# sampler_tag_match_table

## config.mk

```make
export PLATFORM = sky130hd
export DESIGN_NAME = sampler_tag_match_table
export DESIGN_NICKNAME = d
export VERILOG_FILES = /design/src/rtl/sampler_tag_match_table.sv
export SDC_FILE = /design/constraint.sdc
export NUM_CORES = 1
export LEC_CHECK = 0
export CAP_MARGIN = 0
export CORE_ASPECT_RATIO = 1.25
export CORE_MARGIN = 2
export CORE_UTILIZATION = 53
export CTS_CLUSTER_DIAMETER = 100
export CTS_CLUSTER_SIZE = 12
export DETAILED_ROUTE_END_ITERATION = 10
export PLACE_DENSITY = 0.75
export SLEW_MARGIN = 20
export SYNTH_ARGS = -nofsm -noshare
export SYNTH_HDL_FRONTEND = slang
export SYNTH_SLANG_ARGS = --single-unit
```

## constraint.sdc

```tcl
create_clock -name clock_i -period 3.14 [get_ports clock_i]
set_clock_uncertainty 0.1 [all_clocks]
set_input_delay 0.785 -clock clock_i [delete_from_list [all_inputs] [get_ports clock_i]]
set_output_delay 0.785 -clock clock_i [all_outputs]
set_load 0.005 [all_outputs]
```

## src/rtl/sampler_tag_match_table.sv

```systemverilog
// sampler_tag_match_table: associative tag table with a two-stage chunked compare, victim replacement and optional retire-on-hit.
module sampler_tag_match_table #(
  parameter int TAG_W = 20,
  parameter int DEPTH = 8,
  parameter int INVAL_ON_HIT = 1
) (
  input  logic                     clock_i,
  input  logic                     reset_i,
  input  logic                     flush_i,
  input  logic                     insert_i,
  input  logic [TAG_W-1:0]         tag_i,
  input  logic                     lookup_i,
  input  logic [TAG_W-1:0]         key_i,
  output logic                     valid_o,
  output logic                     hit_o,
  output logic [$clog2(DEPTH)-1:0] index_o,
  output logic [$clog2(DEPTH):0]   count_o,
  output logic                     full_o
);
  localparam int IW = $clog2(DEPTH);
  localparam int NC = TAG_W / 4;
  logic [TAG_W-1:0] tag_q [DEPTH];
  logic [TAG_W-1:0] tag_d [DEPTH];
  logic [DEPTH-1:0][NC-1:0] cm_q, cm_d;
  logic [DEPTH-1:0] valid_q, valid_d, live_q, live_d, wr_vec, inv_vec, match;
  logic [IW-1:0] victim_q, victim_d, free_idx, hit_idx, out_idx_q, out_idx_d;
  logic [IW:0] count_q, count_d;
  logic s1_q, s1_d, out_vld_q, out_vld_d, out_hit_q, out_hit_d;
  logic full, ins, hit;
  always_comb begin
    full = &valid_q;
    ins = insert_i & ~flush_i;
    free_idx = '0;
    for (int e = DEPTH - 1; e >= 0; e--) if (!valid_q[e]) free_idx = IW'(e);
    wr_vec = ins ? DEPTH'(1) << (full ? victim_q : free_idx) : '0;
    // an insert landing on this edge must not let the old tag report a hit
    for (int e = 0; e < DEPTH; e++) match[e] = s1_q & live_q[e] & ~wr_vec[e] & (&cm_q[e]);
    hit_idx = '0;
    for (int e = DEPTH - 1; e >= 0; e--) if (match[e]) hit_idx = IW'(e);
    hit = |match;
    inv_vec = (INVAL_ON_HIT != 0 && hit) ? DEPTH'(1) << hit_idx : '0;
    for (int e = 0; e < DEPTH; e++) tag_d[e] = wr_vec[e] ? tag_i : tag_q[e];
    for (int e = 0; e < DEPTH; e++)
      for (int c = 0; c < NC; c++) cm_d[e][c] = tag_q[e][4*c +: 4] == key_i[4*c +: 4];
    live_d = valid_q & ~wr_vec & ~inv_vec;
    s1_d = lookup_i & ~flush_i;
    valid_d = flush_i ? '0 : (valid_q & ~inv_vec) | wr_vec;
    victim_d = flush_i ? '0 : victim_q + IW'(ins & full);
    count_d = flush_i ? '0 : count_q + (IW+1)'(ins & ~full) - (IW+1)'(|(inv_vec & ~wr_vec));
    out_vld_d = s1_q & ~flush_i;
    out_hit_d = hit & ~flush_i;
    out_idx_d = flush_i ? '0 : hit_idx;
  end
  always_ff @(posedge clock_i) begin
    tag_q <= tag_d;
    cm_q <= cm_d;
  end
  always_ff @(posedge clock_i or posedge reset_i) begin
    if (reset_i) begin
      valid_q <= '0;
      live_q <= '0;
      victim_q <= '0;
      count_q <= '0;
      s1_q <= 1'b0;
      out_vld_q <= 1'b0;
      out_hit_q <= 1'b0;
      out_idx_q <= '0;
    end else begin
      valid_q <= valid_d;
      live_q <= live_d;
      victim_q <= victim_d;
      count_q <= count_d;
      s1_q <= s1_d;
      out_vld_q <= out_vld_d;
      out_hit_q <= out_hit_d;
      out_idx_q <= out_idx_d;
    end
  end
  assign valid_o = out_vld_q;
  assign hit_o = out_hit_q;
  assign index_o = out_idx_q;
  assign count_o = count_q;
  assign full_o = count_q[IW];
endmodule

```

# mem_ctrl_arb_flat

==> config.mk <==
export PLATFORM = sky130hd
export DESIGN_NAME = mem_ctrl_arb_flat
export DESIGN_NICKNAME = d
export VERILOG_FILES = /design/src/rtl/mem_ctrl_arb_if.sv /design/src/rtl/mem_ctrl_arb.sv /design/src/flat_wrapper.sv
export SDC_FILE = /design/constraint.sdc
export NUM_CORES = 1
export LEC_CHECK = 0
export CORE_UTILIZATION = 55
export CTS_BUF_LIST = sky130_fd_sc_hd__clkbuf_8
export DETAILED_ROUTE_END_ITERATION = 10
export GPL_ROUTABILITY_DRIVEN = 0
export MAX_ROUTING_LAYER = met4
export PLACE_DENSITY_LB_ADDON = 0.08
export SYNTH_ARGS = -nofsm -noshare
export SYNTH_HDL_FRONTEND = slang
export SYNTH_SLANG_ARGS = --single-unit
export TNS_END_PERCENT = 30
==> constraint.sdc <==
create_clock -name clk -period 5.9 [get_ports clk]
set_input_delay 1.475 -clock clk [delete_from_list [all_inputs] [get_ports clk]]
set_output_delay 1.475 -clock clk [all_outputs]
set_load 0.02 [all_outputs]
==> src/rtl/mem_ctrl_arb_if.sv <==
// Bus bundle between the RAM arbiter, its two clients (fetcher, load/store buffer) and the RAM/UART.
// master is the arbiter's view; slave is the clients-plus-memory side.
interface mem_ctrl_arb_if #(
   parameter int ADDR_LEN = 32
);
   logic                uart_full_from_ram;
   logic                wr_flag_to_ram;
   logic [ADDR_LEN-1:0] addr_to_ram;
   logic [7:0]          data_i_from_ram;
   logic [7:0]          data_o_to_ram;

   logic                ena_from_if;
   logic [ADDR_LEN-1:0] pc_from_if;
   logic                ok_flag_to_if;
   logic [31:0]         inst_to_if;

   logic                ena_from_lsb;
   logic                wr_flag_from_lsb;
   logic [ADDR_LEN-1:0] addr_from_lsb;
   logic [1:0]          size_from_lsb;
   logic [31:0]         data_from_lsb;
   logic                ok_flag_to_lsb;
   logic [31:0]         data_to_lsb;

   modport master (
      input  uart_full_from_ram, data_i_from_ram,
      input  ena_from_if, pc_from_if,
      input  ena_from_lsb, wr_flag_from_lsb, addr_from_lsb, size_from_lsb, data_from_lsb,
      output wr_flag_to_ram, addr_to_ram, data_o_to_ram,
      output ok_flag_to_if, inst_to_if,
      output ok_flag_to_lsb, data_to_lsb
   );

   modport slave (
      output uart_full_from_ram, data_i_from_ram,
      output ena_from_if, pc_from_if,
      output ena_from_lsb, wr_flag_from_lsb, addr_from_lsb, size_from_lsb, data_from_lsb,
      input  wr_flag_to_ram, addr_to_ram, data_o_to_ram,
      input  ok_flag_to_if, inst_to_if,
      input  ok_flag_to_lsb, data_to_lsb
   );
endinterface

==> src/rtl/mem_ctrl_arb.sv <==
// Byte-serial RAM controller: round-robin between instruction fetch and load/store buffer,
// 1/2/4-byte accesses, UART back-pressure on I/O stores, and pipeline-clear abort of reads.
module mem_ctrl_arb #(
   parameter int          ADDR_LEN = 32,
   parameter int unsigned IO_BASE  = 32'h30000
) (
   input  logic           clk,
   input  logic           rst,
   input  logic           rdy,
   input  logic           clr_from_rob,
   mem_ctrl_arb_if.master bus
);
   typedef enum logic [1:0] {IDLE, IF_READ, LSB_READ, LSB_WRITE} state_t;

   localparam logic [ADDR_LEN-1:0] IO_ADDR = ADDR_LEN'(IO_BASE);

   state_t              state;
   logic                last_lsb;
   logic [ADDR_LEN-1:0] base;
   logic [2:0]          cnt;
   logic [2:0]          n;
   logic [31:0]         wdata;

   logic                req_if;
   logic                req_lsb;
   logic                grant_lsb;
   logic [ADDR_LEN-1:0] next_addr;
   logic [1:0]          cap_idx;
   logic                stall;

   function automatic logic [2:0] size_to_n(input logic [1:0] s);
      case (s)
         2'b00:   return 3'd1;
         2'b01:   return 3'd2;
         default: return 3'd4;
      endcase
   endfunction

   function automatic logic [7:0] byte_sel(input logic [31:0] w, input logic [1:0] k);
      return w[{k, 3'b000} +: 8];
   endfunction

   function automatic logic is_io(input logic [ADDR_LEN-1:0] a);
      return a >= IO_ADDR;
   endfunction

   // A client still showing its ok pulse is not eligible, so a held request is not re-accepted.
   always_comb begin
      req_if    = bus.ena_from_if  && !bus.ok_flag_to_if;
      req_lsb   = bus.ena_from_lsb && !bus.ok_flag_to_lsb;
      grant_lsb = req_lsb && (!req_if || !last_lsb);
      next_addr = base + ADDR_LEN'(cnt) + ADDR_LEN'(1);
      cap_idx   = cnt[1:0] - 2'd1;
      stall     = is_io(bus.addr_to_ram) && bus.uart_full_from_ram;
   end

   always_ff @(posedge clk) begin
      if (rst) begin
         state              <= IDLE;
         last_lsb           <= 1'b1;
         cnt                <= '0;
         bus.wr_flag_to_ram <= 1'b0;
         bus.addr_to_ram    <= '0;
         bus.data_o_to_ram  <= '0;
         bus.ok_flag_to_if  <= 1'b0;
         bus.inst_to_if     <= '0;
         bus.ok_flag_to_lsb <= 1'b0;
         bus.data_to_lsb    <= '0;
      end else if (rdy) begin
         bus.ok_flag_to_if  <= 1'b0;
         bus.ok_flag_to_lsb <= 1'b0;
         case (state)
            IDLE: begin
               if (!clr_from_rob && (req_if || req_lsb)) begin
                  cnt <= '0;
                  if (grant_lsb) begin
                     last_lsb        <= 1'b1;
                     base            <= bus.addr_from_lsb;
                     n               <= size_to_n(bus.size_from_lsb);
                     wdata           <= bus.data_from_lsb;
                     bus.addr_to_ram <= bus.addr_from_lsb;
                     if (bus.wr_flag_from_lsb) begin
                        state              <= LSB_WRITE;
                        bus.data_o_to_ram  <= bus.data_from_lsb[7:0];
                        bus.wr_flag_to_ram <= !(is_io(bus.addr_from_lsb) && bus.uart_full_from_ram);
                     end else begin
                        state              <= LSB_READ;
                        bus.wr_flag_to_ram <= 1'b0;
                        bus.data_to_lsb    <= '0;
                     end
                  end else begin
                     last_lsb           <= 1'b0;
                     base               <= bus.pc_from_if;
                     n                  <= 3'd4;
                     bus.addr_to_ram    <= bus.pc_from_if;
                     bus.wr_flag_to_ram <= 1'b0;
                     bus.inst_to_if     <= '0;
                     state              <= IF_READ;
                  end
               end
            end
            IF_READ, LSB_READ: begin
               if (clr_from_rob) begin
                  state              <= IDLE;
                  bus.wr_flag_to_ram <= 1'b0;
                  bus.addr_to_ram    <= '0;
               end else begin
                  // Read data trails its address by one edge, so byte cnt-1 arrives now.
                  if (cnt != 3'd0) begin
                     if (state == IF_READ) bus.inst_to_if[{cap_idx, 3'b000} +: 8]  <= bus.data_i_from_ram;
                     else                  bus.data_to_lsb[{cap_idx, 3'b000} +: 8] <= bus.data_i_from_ram;
                  end
                  if (cnt == n) begin
                     state           <= IDLE;
                     bus.addr_to_ram <= '0;
                     if (state == IF_READ) bus.ok_flag_to_if  <= 1'b1;
                     else                  bus.ok_flag_to_lsb <= 1'b1;
                  end else begin
                     bus.addr_to_ram <= (cnt >= n - 3'd1) ? '0 : next_addr;
                     cnt             <= cnt + 3'd1;
                  end
               end
            end
            LSB_WRITE: begin
               // wr low means the current byte is parked behind a full UART; re-present it once drained.
               if (!bus.wr_flag_to_ram) begin
                  bus.wr_flag_to_ram <= !stall;
               end else if (cnt == n - 3'd1) begin
                  state              <= IDLE;
                  bus.wr_flag_to_ram <= 1'b0;
                  bus.addr_to_ram    <= '0;
                  bus.ok_flag_to_lsb <= 1'b1;
               end else begin
                  cnt                <= cnt + 3'd1;
                  bus.addr_to_ram    <= next_addr;
                  bus.data_o_to_ram  <= byte_sel(wdata, cnt[1:0] + 2'd1);
                  bus.wr_flag_to_ram <= !(is_io(next_addr) && bus.uart_full_from_ram);
               end
            end
            default: state <= IDLE;
         endcase
      end
   end
endmodule
==> src/flat_wrapper.sv <==
// flat-port wrapper written by rule: the top's interface ports become plain ports
module mem_ctrl_arb_flat 
#(
   parameter int          ADDR_LEN = 32,
   parameter int unsigned IO_BASE  = 32'h30000
)
  (clk, rst, rdy, clr_from_rob, bus_uart_full_from_ram, bus_data_i_from_ram, bus_ena_from_if, bus_pc_from_if, bus_ena_from_lsb, bus_wr_flag_from_lsb, bus_addr_from_lsb, bus_size_from_lsb, bus_data_from_lsb, bus_wr_flag_to_ram, bus_addr_to_ram, bus_data_o_to_ram, bus_ok_flag_to_if, bus_inst_to_if, bus_ok_flag_to_lsb, bus_data_to_lsb);
  mem_ctrl_arb_if #(.ADDR_LEN(ADDR_LEN)) bus_i ();
  input  logic clk;
  input  logic rst;
  input  logic rdy;
  input  logic clr_from_rob;
  input wire logic [$bits(bus_i.uart_full_from_ram)-1:0] bus_uart_full_from_ram;
  input wire logic [$bits(bus_i.data_i_from_ram)-1:0] bus_data_i_from_ram;
  input wire logic [$bits(bus_i.ena_from_if)-1:0] bus_ena_from_if;
  input wire logic [$bits(bus_i.pc_from_if)-1:0] bus_pc_from_if;
  input wire logic [$bits(bus_i.ena_from_lsb)-1:0] bus_ena_from_lsb;
  input wire logic [$bits(bus_i.wr_flag_from_lsb)-1:0] bus_wr_flag_from_lsb;
  input wire logic [$bits(bus_i.addr_from_lsb)-1:0] bus_addr_from_lsb;
  input wire logic [$bits(bus_i.size_from_lsb)-1:0] bus_size_from_lsb;
  input wire logic [$bits(bus_i.data_from_lsb)-1:0] bus_data_from_lsb;
  output wire logic [$bits(bus_i.wr_flag_to_ram)-1:0] bus_wr_flag_to_ram;
  output wire logic [$bits(bus_i.addr_to_ram)-1:0] bus_addr_to_ram;
  output wire logic [$bits(bus_i.data_o_to_ram)-1:0] bus_data_o_to_ram;
  output wire logic [$bits(bus_i.ok_flag_to_if)-1:0] bus_ok_flag_to_if;
  output wire logic [$bits(bus_i.inst_to_if)-1:0] bus_inst_to_if;
  output wire logic [$bits(bus_i.ok_flag_to_lsb)-1:0] bus_ok_flag_to_lsb;
  output wire logic [$bits(bus_i.data_to_lsb)-1:0] bus_data_to_lsb;
  assign bus_i.uart_full_from_ram = bus_uart_full_from_ram;
  assign bus_i.data_i_from_ram = bus_data_i_from_ram;
  assign bus_i.ena_from_if = bus_ena_from_if;
  assign bus_i.pc_from_if = bus_pc_from_if;
  assign bus_i.ena_from_lsb = bus_ena_from_lsb;
  assign bus_i.wr_flag_from_lsb = bus_wr_flag_from_lsb;
  assign bus_i.addr_from_lsb = bus_addr_from_lsb;
  assign bus_i.size_from_lsb = bus_size_from_lsb;
  assign bus_i.data_from_lsb = bus_data_from_lsb;
  assign bus_wr_flag_to_ram = bus_i.wr_flag_to_ram;
  assign bus_addr_to_ram = bus_i.addr_to_ram;
  assign bus_data_o_to_ram = bus_i.data_o_to_ram;
  assign bus_ok_flag_to_if = bus_i.ok_flag_to_if;
  assign bus_inst_to_if = bus_i.inst_to_if;
  assign bus_ok_flag_to_lsb = bus_i.ok_flag_to_lsb;
  assign bus_data_to_lsb = bus_i.data_to_lsb;
  mem_ctrl_arb #(.ADDR_LEN(ADDR_LEN), .IO_BASE(IO_BASE)) u_core (.clk(clk), .rst(rst), .rdy(rdy), .clr_from_rob(clr_from_rob), .bus(bus_i));
endmodule
# oc_uart_rx_monitor

## config.mk

```make
export PLATFORM = sky130hd
export DESIGN_NAME = oc_uart_rx_monitor
export DESIGN_NICKNAME = d
export VERILOG_FILES = /design/src/rtl/oc_uart_rx_monitor.sv
export SDC_FILE = /design/constraint.sdc
export NUM_CORES = 1
export LEC_CHECK = 0
export ABC_AREA = 1
export CORE_MARGIN = 4
export CORE_UTILIZATION = 35
export DETAILED_ROUTE_END_ITERATION = 7
export REMOVE_ABC_BUFFERS = 1
export SYNTH_ARGS = -nofsm -noshare
export SYNTH_HDL_FRONTEND = slang
export SYNTH_SLANG_ARGS = --single-unit
export TNS_END_PERCENT = 30
```

## constraint.sdc

```tcl
create_clock -name clock -period 3.9 [get_ports clock]
set_input_delay 0.39 -clock clock [delete_from_list [all_inputs] [get_ports clock]]
set_output_delay 0.39 -clock clock [all_outputs]
set_load 0.02 [all_outputs]
```

## src/rtl/oc_uart_rx_monitor.sv

```systemverilog
// 8N1 UART receiver with byte FIFO; rxValid rises 1 cycle after the stop-bit sample (+SyncCycles from rxIn).
// Backpressure: bytes wait in the FIFO while rxReady is low; arrivals while full are dropped and flagged.
module oc_uart_rx_fifo #(
  parameter int Depth = 8,
  parameter int Width = 8
) (
  input  logic                       clock,
  input  logic                       reset,
  input  logic                       push,
  input  logic [Width-1:0]           pushData,
  input  logic                       pop,
  output logic [Width-1:0]           headData,
  output logic [$clog2(Depth):0]     count,
  output logic                       full,
  output logic                       empty
);
  localparam int PtrW   = $clog2(Depth);
  localparam int CountW = PtrW + 1;

  logic [Width-1:0] mem [Depth];
  logic [PtrW-1:0]  wrPtr;
  logic [PtrW-1:0]  rdPtr;
  logic             doPush;
  logic             doPop;

  assign empty    = (count == '0);
  assign full     = (count == CountW'(Depth));
  assign doPop    = pop && !empty;
  // A pop frees the slot in the same cycle, so a full FIFO can still accept.
  assign doPush   = push && (!full || doPop);
  assign headData = mem[rdPtr];

  always_ff @(posedge clock or posedge reset) begin
    if (reset) begin
      for (int i = 0; i < Depth; i++) mem[i] <= '0;
      wrPtr <= '0;
      rdPtr <= '0;
      count <= '0;
    end else begin
      if (doPush) begin
        mem[wrPtr] <= pushData;
        wrPtr      <= wrPtr + PtrW'(1);
      end
      if (doPop) rdPtr <= rdPtr + PtrW'(1);
      case ({doPush, doPop})
        2'b10:   count <= count + CountW'(1);
        2'b01:   count <= count - CountW'(1);
        default: count <= count;
      endcase
    end
  end
endmodule

module oc_uart_rx_monitor #(
  parameter int ClockHz    = 100_000_000,
  parameter int Baud       = 115_200,
  parameter int FifoDepth  = 8,
  parameter int SyncCycles = 2
) (
  input  logic                         clock,
  input  logic                         reset,
  input  logic                         rxIn,
  output logic [7:0]                   rxData,
  output logic                         rxValid,
  input  logic                         rxReady,
  output logic [$clog2(FifoDepth):0]   fifoCount,
  output logic                         frameError,
  output logic                         overflow,
  input  logic                         errorClear,
  output logic                         rxBusy
);
  localparam int Div     = (ClockHz + Baud / 2) / Baud;
  localparam int HalfDiv = Div / 2;
  localparam int CntW    = $clog2(Div) + 1;

  if (Div < 4) begin : gBadDiv
    $error("oc_uart_rx_monitor: bit period Div must be at least 4 clocks");
  end
  if (FifoDepth < 2 || (FifoDepth & (FifoDepth - 1)) != 0) begin : gBadDepth
    $error("oc_uart_rx_monitor: FifoDepth must be a power of 2, at least 2");
  end
  if (SyncCycles < 2) begin : gBadSync
    $error("oc_uart_rx_monitor: SyncCycles must be at least 2");
  end

  typedef enum logic [2:0] {stIdle, stStart, stData, stStop, stBreak} stateT;

  stateT                 state, stateNext;
  logic [CntW-1:0]       cnt, cntNext;
  logic [2:0]            bitIdx, bitIdxNext;
  logic [7:0]            shiftReg, shiftNext;
  logic [SyncCycles-1:0] syncQ;
  logic                  rxS;
  logic                  cntZero;
  logic                  push;
  logic                  frameErrSet;
  logic                  overflowSet;
  logic                  popReq;
  logic                  fifoFull;
  logic                  fifoEmpty;

  // Preset to 1 so reset looks like an idle line.
  always_ff @(posedge clock or posedge reset) begin
    if (reset) syncQ <= '1;
    else       syncQ <= {syncQ[SyncCycles-2:0], rxIn};
  end
  assign rxS     = syncQ[SyncCycles-1];
  assign cntZero = (cnt == '0);

  always_ff @(posedge clock or posedge reset) begin
    if (reset) begin
      state    <= stIdle;
      cnt      <= '0;
      bitIdx   <= '0;
      shiftReg <= '0;
    end else begin
      state    <= stateNext;
      cnt      <= cntNext;
      bitIdx   <= bitIdxNext;
      shiftReg <= shiftNext;
    end
  end

  always_comb begin
    stateNext   = state;
    cntNext     = cnt;
    bitIdxNext  = bitIdx;
    shiftNext   = shiftReg;
    push        = 1'b0;
    frameErrSet = 1'b0;
    case (state)
      stIdle: begin
        if (!rxS) begin
          cntNext   = CntW'(HalfDiv - 1);
          stateNext = stStart;
        end
      end
      stStart: begin
        if (!cntZero) begin
          cntNext = cnt - CntW'(1);
        end else if (rxS) begin
          stateNext = stIdle;
        end else begin
          cntNext    = CntW'(Div - 1);
          bitIdxNext = '0;
          stateNext  = stData;
        end
      end
      stData: begin
        if (!cntZero) begin
          cntNext = cnt - CntW'(1);
        end else begin
          shiftNext = {rxS, shiftReg[7:1]};
          cntNext   = CntW'(Div - 1);
          if (bitIdx == 3'd7) stateNext = stStop;
          else                bitIdxNext = bitIdx + 3'd1;
        end
      end
      stStop: begin
        if (!cntZero) begin
          cntNext = cnt - CntW'(1);
        end else if (rxS) begin
          push      = 1'b1;
          stateNext = stIdle;
        end else begin
          frameErrSet = 1'b1;
          stateNext   = stBreak;
        end
      end
      stBreak: begin
        // A line held low must rise before another frame can start.
        if (rxS) stateNext = stIdle;
      end
      default: stateNext = stIdle;
    endcase
  end

  assign popReq      = rxValid && rxReady;
  assign overflowSet = push && fifoFull && !popReq;

  oc_uart_rx_fifo #(.Depth(FifoDepth), .Width(8)) uFifo (
    .clock    (clock),
    .reset    (reset),
    .push     (push),
    .pushData (shiftReg),
    .pop      (popReq),
    .headData (rxData),
    .count    (fifoCount),
    .full     (fifoFull),
    .empty    (fifoEmpty)
  );

  // Set wins over a coincident clear.
  always_ff @(posedge clock or posedge reset) begin
    if (reset) begin
      frameError <= 1'b0;
      overflow   <= 1'b0;
    end else begin
      frameError <= frameErrSet || (frameError && !errorClear);
      overflow   <= overflowSet || (overflow && !errorClear);
    end
  end

  assign rxValid = !fifoEmpty;
  assign rxBusy  = (state != stIdle);
endmodule

```

# wb_sequencer_flat

$ cat src/rtl/wb_sequencer_if.sv
// ============================================================================
// Module      : wb_sequencer_if
// Description : Issue, data-memory handshake and register-file write port
//               bundle for the write-back sequencer.
// Revision    : 1.0 - initial release
// ============================================================================
`default_nettype none

interface wb_sequencer_if;
    logic       issue_valid;
    logic       issue_ready;
    logic [1:0] result_src;
    logic       reg_write;
    logic [4:0] rd;
    logic       mem_req;
    logic       mem_rsp_valid;
    logic [1:0] wb_sel;
    logic       rf_we;
    logic [4:0] rf_waddr;
    logic       err;

    // Core / environment side: issues instructions and returns load data.
    modport master (
        output issue_valid,
        output result_src,
        output reg_write,
        output rd,
        output mem_rsp_valid,
        input  issue_ready,
        input  mem_req,
        input  wb_sel,
        input  rf_we,
        input  rf_waddr,
        input  err
    );

    // Sequencer side.
    modport slave (
        input  issue_valid,
        input  result_src,
        input  reg_write,
        input  rd,
        input  mem_rsp_valid,
        output issue_ready,
        output mem_req,
        output wb_sel,
        output rf_we,
        output rf_waddr,
        output err
    );
endinterface

`default_nettype wire

$ cat src/rtl/wb_sequencer.sv
// ============================================================================
// Module      : wb_sequencer
// Description : Write-back stage sequencer: drives the 3-to-1 write-back mux
//               select and register-file write port, stalls issue on loads,
//               enforces a memory-response timeout and flags bad sources.
// Revision    : 1.0 - initial release
// ============================================================================
`default_nettype none

module wb_sequencer #(
    parameter int MEM_TIMEOUT = 16,
    parameter int CNT_W       = 8
) (
    input  wire              clk,
    input  wire              rst_n,
    wb_sequencer_if.slave    bus
);

    typedef enum logic [1:0] {
        S_IDLE     = 2'd0,
        S_WRITE    = 2'd1,
        S_WAIT_MEM = 2'd2
    } state_t;

    localparam logic [1:0]       c_SRC_ALU  = 2'b00;
    localparam logic [1:0]       c_SRC_MEM  = 2'b01;
    localparam logic [1:0]       c_SRC_RSVD = 2'b11;
    localparam logic [CNT_W-1:0] c_cnt_last = CNT_W'(MEM_TIMEOUT - 1);

    state_t           r_state;
    logic [1:0]       r_src;
    logic [4:0]       r_rd;
    logic             r_we;
    logic [CNT_W-1:0] r_cnt;

    state_t           w_state_nxt;
    logic [1:0]       w_src_nxt;
    logic [4:0]       w_rd_nxt;
    logic             w_we_nxt;
    logic [CNT_W-1:0] w_cnt_nxt;

    logic             w_ready;
    logic             w_accept;
    logic             w_mem_req;
    logic [1:0]       w_wb_sel;
    logic             w_rf_we;
    logic [4:0]       w_rf_waddr;
    logic             w_err;

    // Ready depends on state only, so accept never loops back on itself.
    assign w_ready  = (r_state != S_WAIT_MEM);
    assign w_accept = bus.issue_valid && w_ready;

    always_ff @(posedge clk or negedge rst_n) begin
        if (!rst_n) begin
            r_state <= S_IDLE;
            r_src   <= 2'b00;
            r_rd    <= 5'd0;
            r_we    <= 1'b0;
            r_cnt   <= '0;
        end else begin
            r_state <= w_state_nxt;
            r_src   <= w_src_nxt;
            r_rd    <= w_rd_nxt;
            r_we    <= w_we_nxt;
            r_cnt   <= w_cnt_nxt;
        end
    end

    always_comb begin
        w_state_nxt = r_state;
        w_src_nxt   = r_src;
        w_rd_nxt    = r_rd;
        w_we_nxt    = r_we;
        w_cnt_nxt   = r_cnt;
        w_mem_req   = 1'b0;
        w_wb_sel    = c_SRC_ALU;
        w_rf_we     = 1'b0;
        w_rf_waddr  = 5'd0;
        w_err       = 1'b0;

        case (r_state)
            S_IDLE: begin
                w_state_nxt = S_IDLE;
            end

            S_WRITE: begin
                w_wb_sel    = (r_src == c_SRC_RSVD) ? c_SRC_ALU : r_src;
                w_rf_waddr  = r_rd;
                w_rf_we     = r_we && (r_rd != 5'd0) && (r_src != c_SRC_RSVD);
                w_err       = (r_src == c_SRC_RSVD);
                w_state_nxt = S_IDLE;
            end

            S_WAIT_MEM: begin
                w_wb_sel   = c_SRC_MEM;
                w_rf_waddr = r_rd;
                w_mem_req  = (r_cnt == '0);
                // A response in the request cycle itself is a legal zero-latency load.
                if (bus.mem_rsp_valid) begin
                    w_rf_we     = r_we && (r_rd != 5'd0);
                    w_state_nxt = S_IDLE;
                end else if (r_cnt == c_cnt_last) begin
                    w_err       = 1'b1;
                    w_state_nxt = S_IDLE;
                end else begin
                    w_cnt_nxt   = r_cnt + 1'b1;
                end
            end

            default: begin
                w_state_nxt = S_IDLE;
            end
        endcase

        // Accepting from IDLE or WRITE gives back-to-back issue with no bubble.
        if (w_accept) begin
            w_src_nxt   = bus.result_src;
            w_rd_nxt    = bus.rd;
            w_we_nxt    = bus.reg_write;
            w_cnt_nxt   = '0;
            w_state_nxt = (bus.result_src == c_SRC_MEM) ? S_WAIT_MEM : S_WRITE;
        end
    end

    assign bus.issue_ready = w_ready;
    assign bus.mem_req     = w_mem_req;
    assign bus.wb_sel      = w_wb_sel;
    assign bus.rf_we       = w_rf_we;
    assign bus.rf_waddr    = w_rf_waddr;
    assign bus.err         = w_err;

endmodule

`default_nettype wire

$ cat src/flat_wrapper.sv
// flat-port wrapper written by rule: the top's interface ports become plain ports
module wb_sequencer_flat 
#(
    parameter int MEM_TIMEOUT = 16,
    parameter int CNT_W       = 8
)
  (clk, rst_n, bus_issue_valid, bus_result_src, bus_reg_write, bus_rd, bus_mem_rsp_valid, bus_issue_ready, bus_mem_req, bus_wb_sel, bus_rf_we, bus_rf_waddr, bus_err);
  wb_sequencer_if bus_i ();
  input  wire clk;
  input  wire rst_n;
  input wire logic [$bits(bus_i.issue_valid)-1:0] bus_issue_valid;
  input wire logic [$bits(bus_i.result_src)-1:0] bus_result_src;
  input wire logic [$bits(bus_i.reg_write)-1:0] bus_reg_write;
  input wire logic [$bits(bus_i.rd)-1:0] bus_rd;
  input wire logic [$bits(bus_i.mem_rsp_valid)-1:0] bus_mem_rsp_valid;
  output wire logic [$bits(bus_i.issue_ready)-1:0] bus_issue_ready;
  output wire logic [$bits(bus_i.mem_req)-1:0] bus_mem_req;
  output wire logic [$bits(bus_i.wb_sel)-1:0] bus_wb_sel;
  output wire logic [$bits(bus_i.rf_we)-1:0] bus_rf_we;
  output wire logic [$bits(bus_i.rf_waddr)-1:0] bus_rf_waddr;
  output wire logic [$bits(bus_i.err)-1:0] bus_err;
  assign bus_i.issue_valid = bus_issue_valid;
  assign bus_i.result_src = bus_result_src;
  assign bus_i.reg_write = bus_reg_write;
  assign bus_i.rd = bus_rd;
  assign bus_i.mem_rsp_valid = bus_mem_rsp_valid;
  assign bus_issue_ready = bus_i.issue_ready;
  assign bus_mem_req = bus_i.mem_req;
  assign bus_wb_sel = bus_i.wb_sel;
  assign bus_rf_we = bus_i.rf_we;
  assign bus_rf_waddr = bus_i.rf_waddr;
  assign bus_err = bus_i.err;
  wb_sequencer #(.MEM_TIMEOUT(MEM_TIMEOUT), .CNT_W(CNT_W)) u_core (.clk(clk), .rst_n(rst_n), .bus(bus_i));
endmodule
$ cat config.mk
export PLATFORM = sky130hd
export DESIGN_NAME = wb_sequencer_flat
export DESIGN_NICKNAME = d
export VERILOG_FILES = /design/src/rtl/wb_sequencer_if.sv /design/src/rtl/wb_sequencer.sv /design/src/flat_wrapper.sv
export SDC_FILE = /design/constraint.sdc
export NUM_CORES = 1
export LEC_CHECK = 0
export CORE_ASPECT_RATIO = 1.25
export CORE_MARGIN = 2
export CORE_UTILIZATION = 45
export CTS_CLUSTER_DIAMETER = 40
export DETAILED_ROUTE_END_ITERATION = 10
export PLACE_DENSITY = 0.73
export REMOVE_ABC_BUFFERS = 1
export SKIP_CTS_REPAIR_TIMING = 1
export SLEW_MARGIN = 20
export SYNTH_ARGS = -nofsm -noshare
export SYNTH_HDL_FRONTEND = slang
export SYNTH_SLANG_ARGS = --single-unit
$ cat constraint.sdc
create_clock -name clk -period 3.4 [get_ports clk]
set_clock_uncertainty 0.15 [all_clocks]
set_input_delay 0.51 -clock clk [delete_from_list [all_inputs] [get_ports clk]]
set_output_delay 0.51 -clock clk [all_outputs]
set_load 0.03 [all_outputs]

==> layout pictures side by side <==
Wires at chosen ports, followed through buffers.
picture 1
Drawn at 4 px/µm.
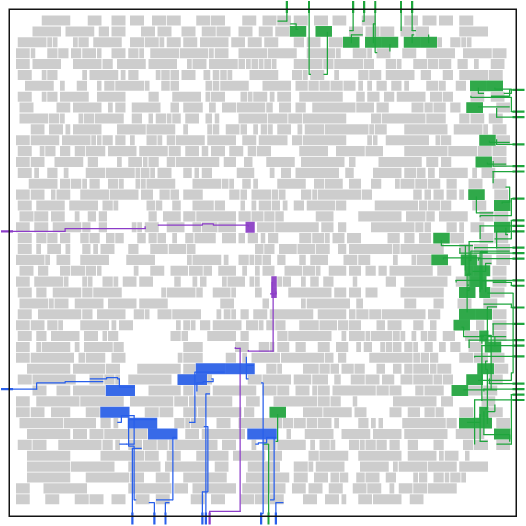
picture 2
Drawn at 8 px/µm.
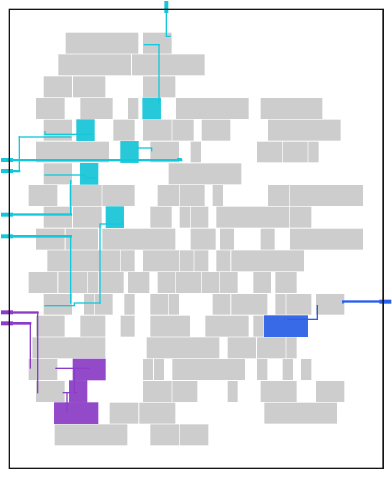
picture 3
Drawn at 3 px/µm.
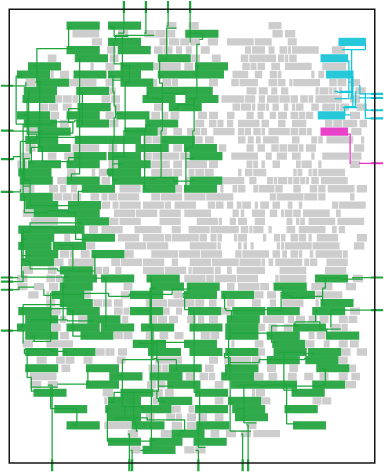
picture 4
Drawn at 4 px/µm.
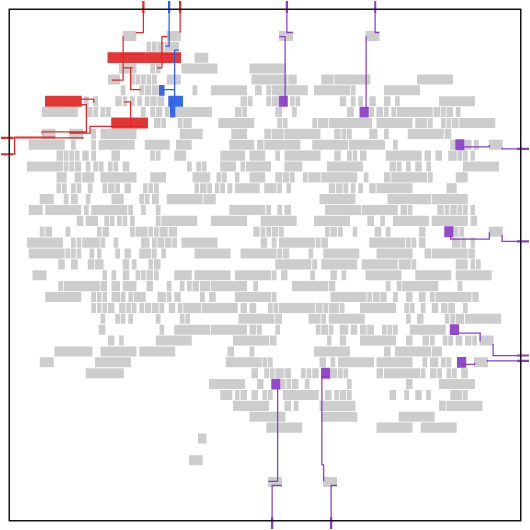
The one with the most cells is picture 1.
- picture 2 = wb_sequencer_flat
- picture 3 = sampler_tag_match_table
- picture 4 = oc_uart_rx_monitor
- picture 1 = mem_ctrl_arb_flat

Key to picture 4:
Key: `rxReady` = blue [bits 1, direction input, edge north, end cells 3, buffers 1, wire 30.2 µm]; `fifoCount` = red [bits 4, direction output, edge 2 north, 2 west, end cells 4, buffers 4, wire 142 µm]; `rxData` = purple [bits 8, direction output, edge 4 east, 2 north, 2 south, end cells 8, buffers 8, wire 182 µm]

**wb_sequencer_flat: M3 wires**

Drawn at 6 px/µm.
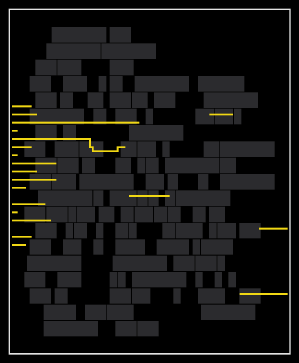
20 nets have wire on it. The longest straight run is 20.9 µm.
total number of vias: 769
global routing usage on met3: 0.0443
drt total wl: 2.02 mm

==> out/results.tsv, wb_sequencer_flat <==
metric	value	unit
yosys_warnings	0	
fp_util	0.471	
ys_sh_xor	0	
largest_area_cell	dfrtp_1	
num_rows	19	
first_pass_iters	4	
cts_tree	done	
setup_slack	398	ps
cp-startpoint	u_core.r_state[0]	
fin_cells	147	
cp-endpoint	bus_err	
placed_cells	143	
cp-start-kind	register	
wire_per_inst	13.8	µm
ys_cells	93	
r2r_start	u_core.r_state[0]	
drtAntennaViolNets	0	
swShare	0.274	
status	completed	
critPathMaxFanout	8	
p_clk	0.133	mW
fmax	0.333	GHz
power_leader	sequential cells	
core	2160	µm²
dp_hpwl	1.51	mm
-- wb_sequencer_flat: worst max-delay path: stages, from the launching register on --
cell and delay, ps:
dfrtp_1 420, inv_1 70, ha_1 310, nor2b_1 280
nand3_1 110, a21oi_1 180, clkdlybuf4s50_1 690
-- wb_sequencer_flat: cell type report --
type                            count  area share
Clock buffer                        4      0.0282
Inverter                            7      0.0204
Multi-Input combinational cell     65       0.400
Sequential cell                    18       0.350
Tap cell                           31      0.0301
Timing Repair Buffer               22       0.171
-- wb_sequencer_flat: cells in the mapped netlist (2+ instances only) --
master    number
mux2i_1        3
ha_1           4
nor4b_1        3
a21oi_1        2
nand2_1        9
nor2b_1        8
inv_1          7
mux2_1         7
buf_4          2
nand3_1        3
nand2b_1       3
dfrtp_1       18
nor2_1         2
-- wb_sequencer_flat: sequential cells by signal, indices dropped and copies added (netlist names) --
| name | count |
|---|---|
| u_core.r_cnt | 8 |
| u_core.r_src | 2 |
| u_core.r_rd | 5 |
| u_core.r_state | 2 |
| u_core.r_we | 1 |
-- wb_sequencer_flat: metal layers --
metal,vias up,global-route usage,wire (µm)
met3,0,0.0443,113
li1,382,-,-
met2,22,0.296,991
met4,0,0.0367,0
met5,-,0,0
met1,365,0.254,919
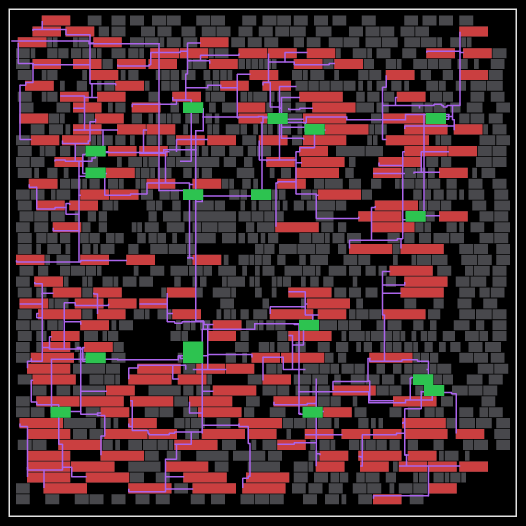
**Above:** mem_ctrl_arb_flat (clock wires, drivers and flops).
Drawn at 4 px/µm.
Key: clock wires = purple [length 2070 µm]; flip-flops = red [count 180]; clock-net drivers = green [count 17]
There are 18 routed clock nets.
P_clk: 0.829 mW
clock share of power: 0.305

**mem_ctrl_arb_flat: cells colored by class**

Drawn at 2 px/µm.
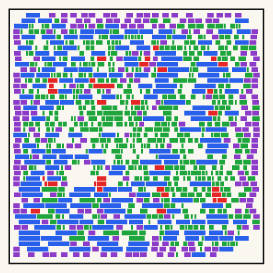
Key: remaining buffers and delay cells = purple [cells 229]; clock drivers and dummy loads = red [cells 32]; remaining logic cells = green [cells 573]; registers = blue [cells 180]
Cell Rows: 45
sequential cell area share: 0.382
fin util: 0.739
Core Area: 15100 µm²
Final Instance Area: 11200 µm²

==> out/results.tsv, mem_ctrl_arb_flat <==
metric	value	unit
grt_max_degree	106	
cts-htree-levels	4	
irDropWorstVdd	208	µV
tightest_slew	1110	ps
dp_hpwl	15.5	mm
period_minus_slack	3900	ps
met2_length	10.5	mm
synthArstFlopShare	0	
setup_slack	2000	ps
ys_cells	800	
seqCellArea	4270	µm²
hp-start	u_core.bus.inst_to_if[29]	
critPathSlowestCell	inv_1	
fillers	1156	
die_w	126	µm
n_antenna_cell	0	
wire_per_inst	18.3	µm
grt_pass1_wl	35.0	mm
largest_area_cell	dfxtp_1	
fmax	0.257	GHz
final-setup-viol-count	0	
status	completed	
drt_iter0_markers	564	
post_cts_buffers	0	
highest_layer	met4	
total_leakage_power	3.85	nW
power.density	243	nW/µm²
yosys_warnings	0	
critPathMaxStageDelay	820	ps
finalHoldViolCount	0	
numPortBuffers	220	
edf_count	67	
insertion_delay	480	ps
grt_pass1_vias	6845	
yosys-top-cells-area	dfxtp_1 27%, edfxtp_1 24%, a22oi_1 6.5%	
drv_slew	0	
grt_util_met2	0.465	
grtUsageMet1	0.347	
worst-r2r-setup-slack	2720	ps
r2r_start	u_core.cnt[0]	
ios	221	
worstSetupPathType	in -> reg	
grt_util_all_layers	0.289	
mem_ctrl_arb_flat: tightest hold or removal path, stage by stage (launching register included):
cell,delay [ps]
dfxtp_1,320
nand2_1,50
a21oi_1,50
mem_ctrl_arb_flat: registers in the layout, indices dropped and copies added (netlist names):
register                   flops
u_core.bus.data_o_to_ram       8
u_core.bus.ok_flag_to_if       1
u_core.state                   2
u_core.bus.ok_flag_to_lsb      1
u_core.last_lsb                1
u_core.cnt                     3
u_core.bus.inst_to_if         32
u_core.wdata                  32
u_core.n                       3
u_core.bus.data_to_lsb        32
u_core.bus.wr_flag_to_ram      1
u_core.bus.addr_to_ram        32
u_core.base                   32
mem_ctrl_arb_flat: final cells by class:
type,count,area share
Multi-Input combinational cell,555,0.354
Clock inverter,15,0.0128
Inverter,18,0.00604
Sequential cell,180,0.382
Clock buffer,17,0.0209
Tap cell,188,0.0210
Timing Repair Buffer,229,0.203
mem_ctrl_arb_flat: where the power goes:
| group | leakage [nW] | switching (mW) | internal, mW |
|---|---|---|---|
| sequential | 1.52 | 0.0345 | 1.34 |
| combinational | 2.12 | 0.277 | 0.236 |
| clock | 0.200 | 0.483 | 0.345 |
| total | 3.85 | 0.795 | 1.92 |
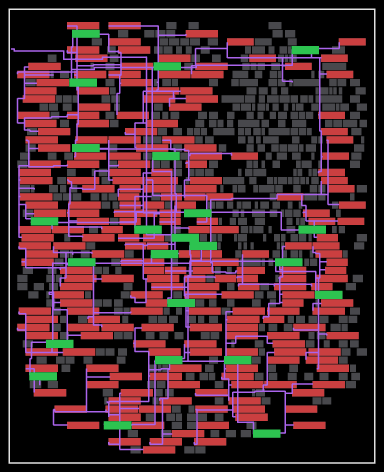
**Above:** sampler_tag_match_table (clock wires, drivers and flops).
Drawn at 3 px/µm.
Key: clock wires = purple [length 2540 µm]; flip-flops = red [count 229]; clock-net drivers = green [count 23]
Position of the flops: all over the die. There are 24 routed clock nets.
clock share of power: 0.402
P_clk: 2.45 mW
worst-skew pair later-pin latency: 510 ps

==> out/results.tsv, sampler_tag_match_table <==
metric	value	unit
setup_slack	-46.5	ps
synth.cell_area	9130	µm²
finalSetupTns	-46.5	ps
cp-endpoint	count_o[1]	
antenna_found_initial	0	
final-nonclk-buf-share	0.0885	
holdPathStages	2	
synth-simple-area-share	0.0835	
grt_overflow	0	
final-setup-viol-count	1	
post_cts_buffers	2	
cts-htree-levels	1	
floorplan.nets	673	
violations	negative setup slack	
wire_per_inst	19.8	µm
synth.distinct_cells	57	
place_area	10300	µm²
cts_sinks	229	
edf_count	160	
cts_resized	12	
inv_count	12	
ys_sh_adder	0.0104	
finalHoldViolCount	0	
r2r_start	valid_q[7]	
n_antenna_cell	0	
ys_seq_share	0.694	
syn_inst	621	
final-clk-cell-share	0.0594	
biggestCellCategory	flip-flops and latches	
status	finished, violations left	
cts_root_buf	clkbuf_16	
ios	55	
==> sampler_tag_match_table: cells by family (layout without fill, tap and decap cells) <==
family                   count (synthesis)  in the layout
AND-OR/OR-AND                           44             44
buffers and inverters                   38            162
AND/OR/NAND/NOR                        138            138
adder cells (fa/ha/maj)                  7              7
multiplexers                             1              1
flip-flops                             229            229
XOR/XNOR                               164            164
==> sampler_tag_match_table: report_power, final <==
part	switching, mW	internal [mW]
combinational	0.188	0.156
sequential	0.0236	3.28
clock	1.07	1.38
==> sampler_tag_match_table: layer usage <==
metal	track usage	vias up
met3	0.0333	48
met5	0	-
met1	0.249	2555
met2	0.404	140
li1	-	2455
met4	0.0879	0
==> sampler_tag_match_table: cells in the final DEF (no fill, tap or decap), types with 5 or more instances in the layout <==
cell	count
xor2_1	161
dfrtp_1	27
nand4_1	10
clkdlybuf4s50_1	54
dfxtp_1	40
nor2_1	21
inv_1	10
a211oi_1	5
nor2_2	10
nor3_2	6
clkbuf_1	17
a21oi_1	6
buf_4	51
nor4_1	41
nor2b_1	7
nand3_1	9
nand2_1	9
clkbuf_16	23
edfxtp_1	160
nor3_1	6
**oc_uart_rx_monitor: clock wires, drivers and flops**

Drawn at 4 px/µm.
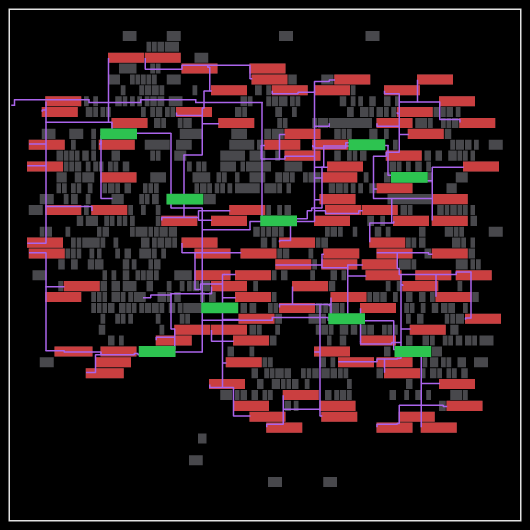
Key: clock wires = purple [length 1340 µm]; clock-net drivers = green [count 9]; flip-flops = red [count 103]
There are 10 routed clock nets.
P_clk: 0.987 mW
clock skew: 10.6 ps
worst-skew pair later-pin latency: 350 ps
clock share of power: 0.317

**oc_uart_rx_monitor: cells colored by class**

Drawn at 2 px/µm.
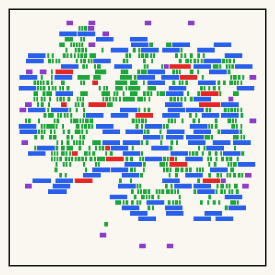
Key: remaining buffers and delay cells = purple [cells 23]; clock drivers and dummy loads = red [cells 16]; remaining logic cells = green [cells 478]; registers = blue [cells 103]
Core Area: 13900 µm²
fin util: 0.407
Cell Rows: 43

==> out/results.tsv, oc_uart_rx_monitor <==
metric	value	unit
grt_overflow	0	
r2r_cells	9	
aoi_share	0.156	
max-clock-path-buffers	2	
path_buffers	2	
ys_sh_xor	0.0140	
wire_per_inst	13.9	µm
fmax	0.311	GHz
fillers	1396	
cts_tree	done	
busiest_layer	met2	
ys_sh_adder	0.0150	
period_minus_slack	3210	ps
lay_top_count	nand2_1	
finalSetupTns	0	ps
worst-path-stages	6	
hp-start	syncQ[0]	
cts_root_buf	clkbuf_16	
post_cts_buffers	0	
antenna_found_initial	0	
wl	11.1	mm
r2r-end	uFifo.mem[5]	
via_per_inst	4.90	
place_area	5340	µm²
slew_headroom	0.316	
critPathSlowestCell	clkdlybuf4s50_1	
highest_layer	met4	
die_w	128	µm
status	completed	
synth-simple-area-share	0.235	
met2_length	5.47	mm
logic_gates	421	
n_antenna_cell	0	
yosys_warnings	0	
final-clk-cell-share	0.0576	
fin_crit_sh	0.823	
wl_met1	5.19	mm
==> oc_uart_rx_monitor: Yosys cell counts (all sizes together) <==
master / instances
nand4: 2
nand2: 148
nor3: 4
o21ai: 121
dfstp: 2
xnor2: 1
nor2: 83
a21boi: 1
xor2: 7
a31oi: 8
buf: 10
nand3: 26
a21oi: 5
clkbuf: 9
inv: 56
o22ai: 9
ha: 6
dfrtp: 101
clkinv: 1
==> oc_uart_rx_monitor: flip-flops by register name (all words and copies together), names as in the netlist <==
register,count
bitIdx,3
cnt,11
frameError,1
overflow,1
shiftReg,8
state,3
syncQ,2
uFifo.count,4
uFifo.mem,64
uFifo.rdPtr,3
uFifo.wrPtr,3
==> oc_uart_rx_monitor: metrics by stage <==
| step | worst slack, ps | std cells | total power, mW | hold slack [ps] | util |
|---|---|---|---|---|---|
| 2_1_floorplan | 809 | 581 | 1.78 | 345 | - |
| 3_3_place_gp | 1200 | 784 | 2.14 | 347 | 0.383 |
| 3_5_place_dp | 1070 | 784 | 2.15 | 349 | 0.383 |
| 4_1_cts | 671 | 800 | 3.16 | 360 | 0.407 |
| 5_1_grt | 470 | 800 | 3.31 | 368 | 0.407 |
| 6_report | 689 | 800 | 3.11 | 358 | 0.407 |

# apb_requester

**apb_requester: clock nets**

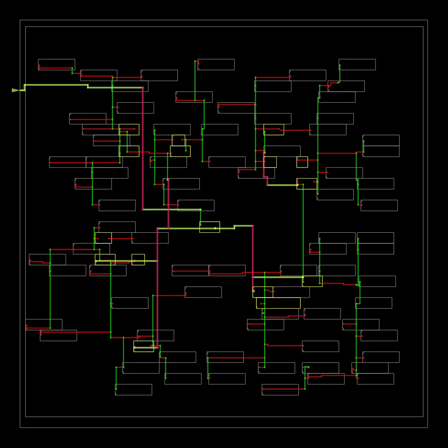
**apb_requester: cells colored by class**

Drawn at 3 px/µm.
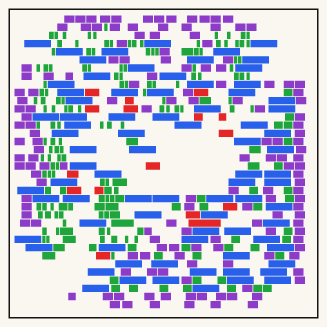
===== config.mk =====
export PLATFORM = sky130hd
export DESIGN_NAME = apb_requester
export DESIGN_NICKNAME = d
export VERILOG_FILES = /design/src/rtl/apb_requester.sv
export SDC_FILE = /design/constraint.sdc
export NUM_CORES = 1
export LEC_CHECK = 0
export CAP_MARGIN = 10
export CORE_UTILIZATION = 31
export DETAILED_ROUTE_END_ITERATION = 16
export PLACE_DENSITY = 0.63
export SYNTH_ARGS = -nofsm -noshare
export SYNTH_HDL_FRONTEND = slang
export SYNTH_SLANG_ARGS = --single-unit

===== constraint.sdc =====
create_clock -name PCLK -period 3.75 [get_ports PCLK]
set_input_delay 0.75 -clock PCLK [delete_from_list [all_inputs] [get_ports PCLK]]
set_output_delay 0.75 -clock PCLK [all_outputs]
set_load 0.01 [all_outputs]

===== src/rtl/apb_requester.sv =====
// APB3 requester: one valid/ready command in, one single APB transfer out,
// one response pulse back, with a PREADY wait-state timeout.
module apb_requester #(
  parameter int AWIDTH  = 4,
  parameter int DWIDTH  = 32,
  parameter int TIMEOUT = 16
) (
  input  logic              PCLK,
  input  logic              PRESETn,
  input  logic              cmd_valid,
  output logic              cmd_ready,
  input  logic              cmd_write,
  input  logic [AWIDTH-1:0] cmd_addr,
  input  logic [DWIDTH-1:0] cmd_wdata,
  output logic              rsp_valid,
  output logic [DWIDTH-1:0] rsp_rdata,
  output logic              rsp_err,
  output logic              PSEL,
  output logic              PENABLE,
  output logic              PWRITE,
  output logic [AWIDTH-1:0] PADDR,
  output logic [DWIDTH-1:0] PWDATA,
  input  logic [DWIDTH-1:0] PRDATA,
  input  logic              PREADY,
  input  logic              PSLVERR
);

  typedef enum logic [1:0] {
    IDLE,
    SETUP,
    ACCESS
  } state_e;

  localparam int CW = (TIMEOUT > 1) ? $clog2(TIMEOUT) : 1;
  localparam logic [CW-1:0] WLAST = CW'(TIMEOUT - 1);
  localparam bit TO_EN = (TIMEOUT != 0);

  state_e            state_q, state_d;
  logic              psel_q, psel_d;
  logic              pen_q, pen_d;
  logic              pwrite_q, pwrite_d;
  logic [AWIDTH-1:0] paddr_q, paddr_d;
  logic [DWIDTH-1:0] pwdata_q, pwdata_d;
  logic              rvld_q, rvld_d;
  logic [DWIDTH-1:0] rdata_q, rdata_d;
  logic              rerr_q, rerr_d;
  logic [CW-1:0]     wait_q, wait_d;

  always_ff @(posedge PCLK or negedge PRESETn) begin
    if (!PRESETn) begin
      state_q  <= IDLE;
      psel_q   <= 1'b0;
      pen_q    <= 1'b0;
      pwrite_q <= 1'b0;
      paddr_q  <= '0;
      pwdata_q <= '0;
      rvld_q   <= 1'b0;
      rdata_q  <= '0;
      rerr_q   <= 1'b0;
      wait_q   <= '0;
    end else begin
      state_q  <= state_d;
      psel_q   <= psel_d;
      pen_q    <= pen_d;
      pwrite_q <= pwrite_d;
      paddr_q  <= paddr_d;
      pwdata_q <= pwdata_d;
      rvld_q   <= rvld_d;
      rdata_q  <= rdata_d;
      rerr_q   <= rerr_d;
      wait_q   <= wait_d;
    end
  end

  always_comb begin
    state_d  = state_q;
    psel_d   = psel_q;
    pen_d    = pen_q;
    pwrite_d = pwrite_q;
    paddr_d  = paddr_q;
    pwdata_d = pwdata_q;
    rvld_d   = 1'b0;
    rdata_d  = rdata_q;
    rerr_d   = rerr_q;
    wait_d   = wait_q;
    unique case (state_q)
      IDLE: begin
        if (cmd_valid) begin
          state_d  = SETUP;
          psel_d   = 1'b1;
          pwrite_d = cmd_write;
          paddr_d  = cmd_addr;
          pwdata_d = cmd_write ? cmd_wdata : '0;
        end
      end
      SETUP: begin
        state_d = ACCESS;
        pen_d   = 1'b1;
        wait_d  = '0;
      end
      ACCESS: begin
        // PREADY wins over a timeout landing on the same edge
        if (PREADY) begin
          state_d = IDLE;
          psel_d  = 1'b0;
          pen_d   = 1'b0;
          rvld_d  = 1'b1;
          rdata_d = pwrite_q ? '0 : PRDATA;
          rerr_d  = PSLVERR;
        end else if (TO_EN && wait_q == WLAST) begin
          state_d = IDLE;
          psel_d  = 1'b0;
          pen_d   = 1'b0;
          rvld_d  = 1'b1;
          rdata_d = '0;
          rerr_d  = 1'b1;
        end else begin
          wait_d = wait_q + 1'b1;
        end
      end
      default: state_d = IDLE;
    endcase
  end

  assign cmd_ready = (state_q == IDLE);
  assign PSEL      = psel_q;
  assign PENABLE   = pen_q;
  assign PWRITE    = pwrite_q;
  assign PADDR     = paddr_q;
  assign PWDATA    = pwdata_q;
  assign rsp_valid = rvld_q;
  assign rsp_rdata = rdata_q;
  assign rsp_err   = rerr_q;

endmodule


==> out/results.tsv <==
metric	value	unit
antenna_found_initial	0	
yosys_area	3120	µm²
status	completed	
final_cell_mix	146 x clkdlybuf4s50_1, 79 x dfrtp_1, 67 x nand2_1, 33 x a22o_1, 24 x o21ai_1	
wire_per_inst	13.9	µm
power_leader	combinational cells	
lay_top_count	clkdlybuf4s50_1	
slew_headroom	0.253	
path_buffers	2	
grtUsageMet1	0.196	
ios	148	
grt_overflow	0	
cts_sinks	79	
yosys_warnings	0	
final-setup-viol-count	0	
About 'clock nets' of apb_requester:
Seq cells: 79
clock skew: 10.0 ps
worst-skew pair later-pin latency: 350 ps
Layout clock buffers: 10
P_clk: 0.667 mW

About 'cells colored by class' of apb_requester:
Key: clock drivers and dummy loads = red [cells 16]; registers = blue [cells 79]; remaining buffers and delay cells = purple [cells 150]; remaining logic cells = green [cells 178]
Cell Rows: 36
fin util: 0.500
sequential cell area share: 0.404
Core Area: 9770 µm²
Final Instance Area: 4890 µm²

-- cells by family (layout without fill, tap and decap cells) --
| group | after synthesis | count (layout) | share of synthesized area |
|---|---|---|---|
| AND-OR/OR-AND | 83 | 83 | 0.185 |
| adder cells (fa/ha/maj) | 4 | 4 | 0.0160 |
| AND/OR/NAND/NOR | 79 | 79 | 0.103 |
| flip-flops | 79 | 79 | 0.634 |
| buffers and inverters | 24 | 172 | 0.0405 |
| multiplexers | 6 | 6 | 0.0217 |
-- metrics by stage --
step | total power [mW] | util | hold WS (ps) | instance area (µm²) | setup slack (ps)
final | 3.56 | 0.500 | 485 | 4890 | 1270
after global routing | 3.82 | 0.500 | 521 | 4890 | 1140
after CTS | 3.62 | 0.500 | 492 | 4890 | 1240
after detailed placement | 2.93 | 0.479 | 471 | 4680 | 1240
after global placement | 2.90 | 0.479 | 467 | 4680 | 1250
after floorplan | 2.04 | - | 454 | 3120 | 2220
-- registers in the layout (all words and copies together), names as in the netlist --
register and cells:
rsp_valid 1, rsp_rdata 32, PSEL 1, PWDATA 32, state_q 2, rsp_err 1
wait_q 4, PWRITE 1, PENABLE 1, PADDR 4


==> gallery <==
Clock nets.
Plate I
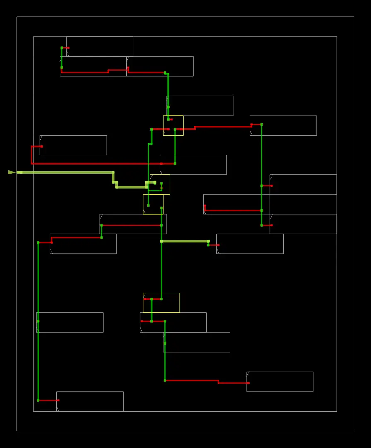
Plate II
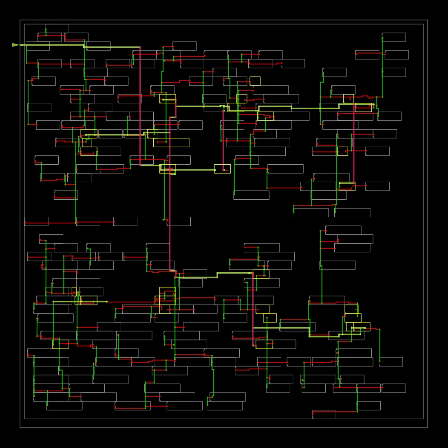
Plate III
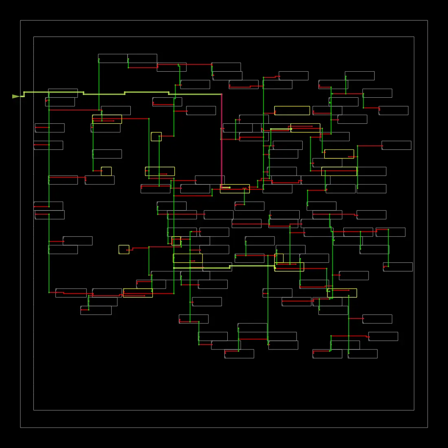
Plate IV
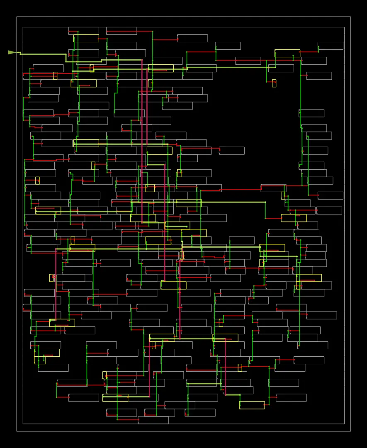
- most clock buffers: Plate IV
Plate I comes from wb_sequencer_flat.
Plate II comes from mem_ctrl_arb_flat.
Plate III comes from oc_uart_rx_monitor.
Plate IV comes from sampler_tag_match_table.

No activity file was given, so power comes from the tool's default toggle rates.
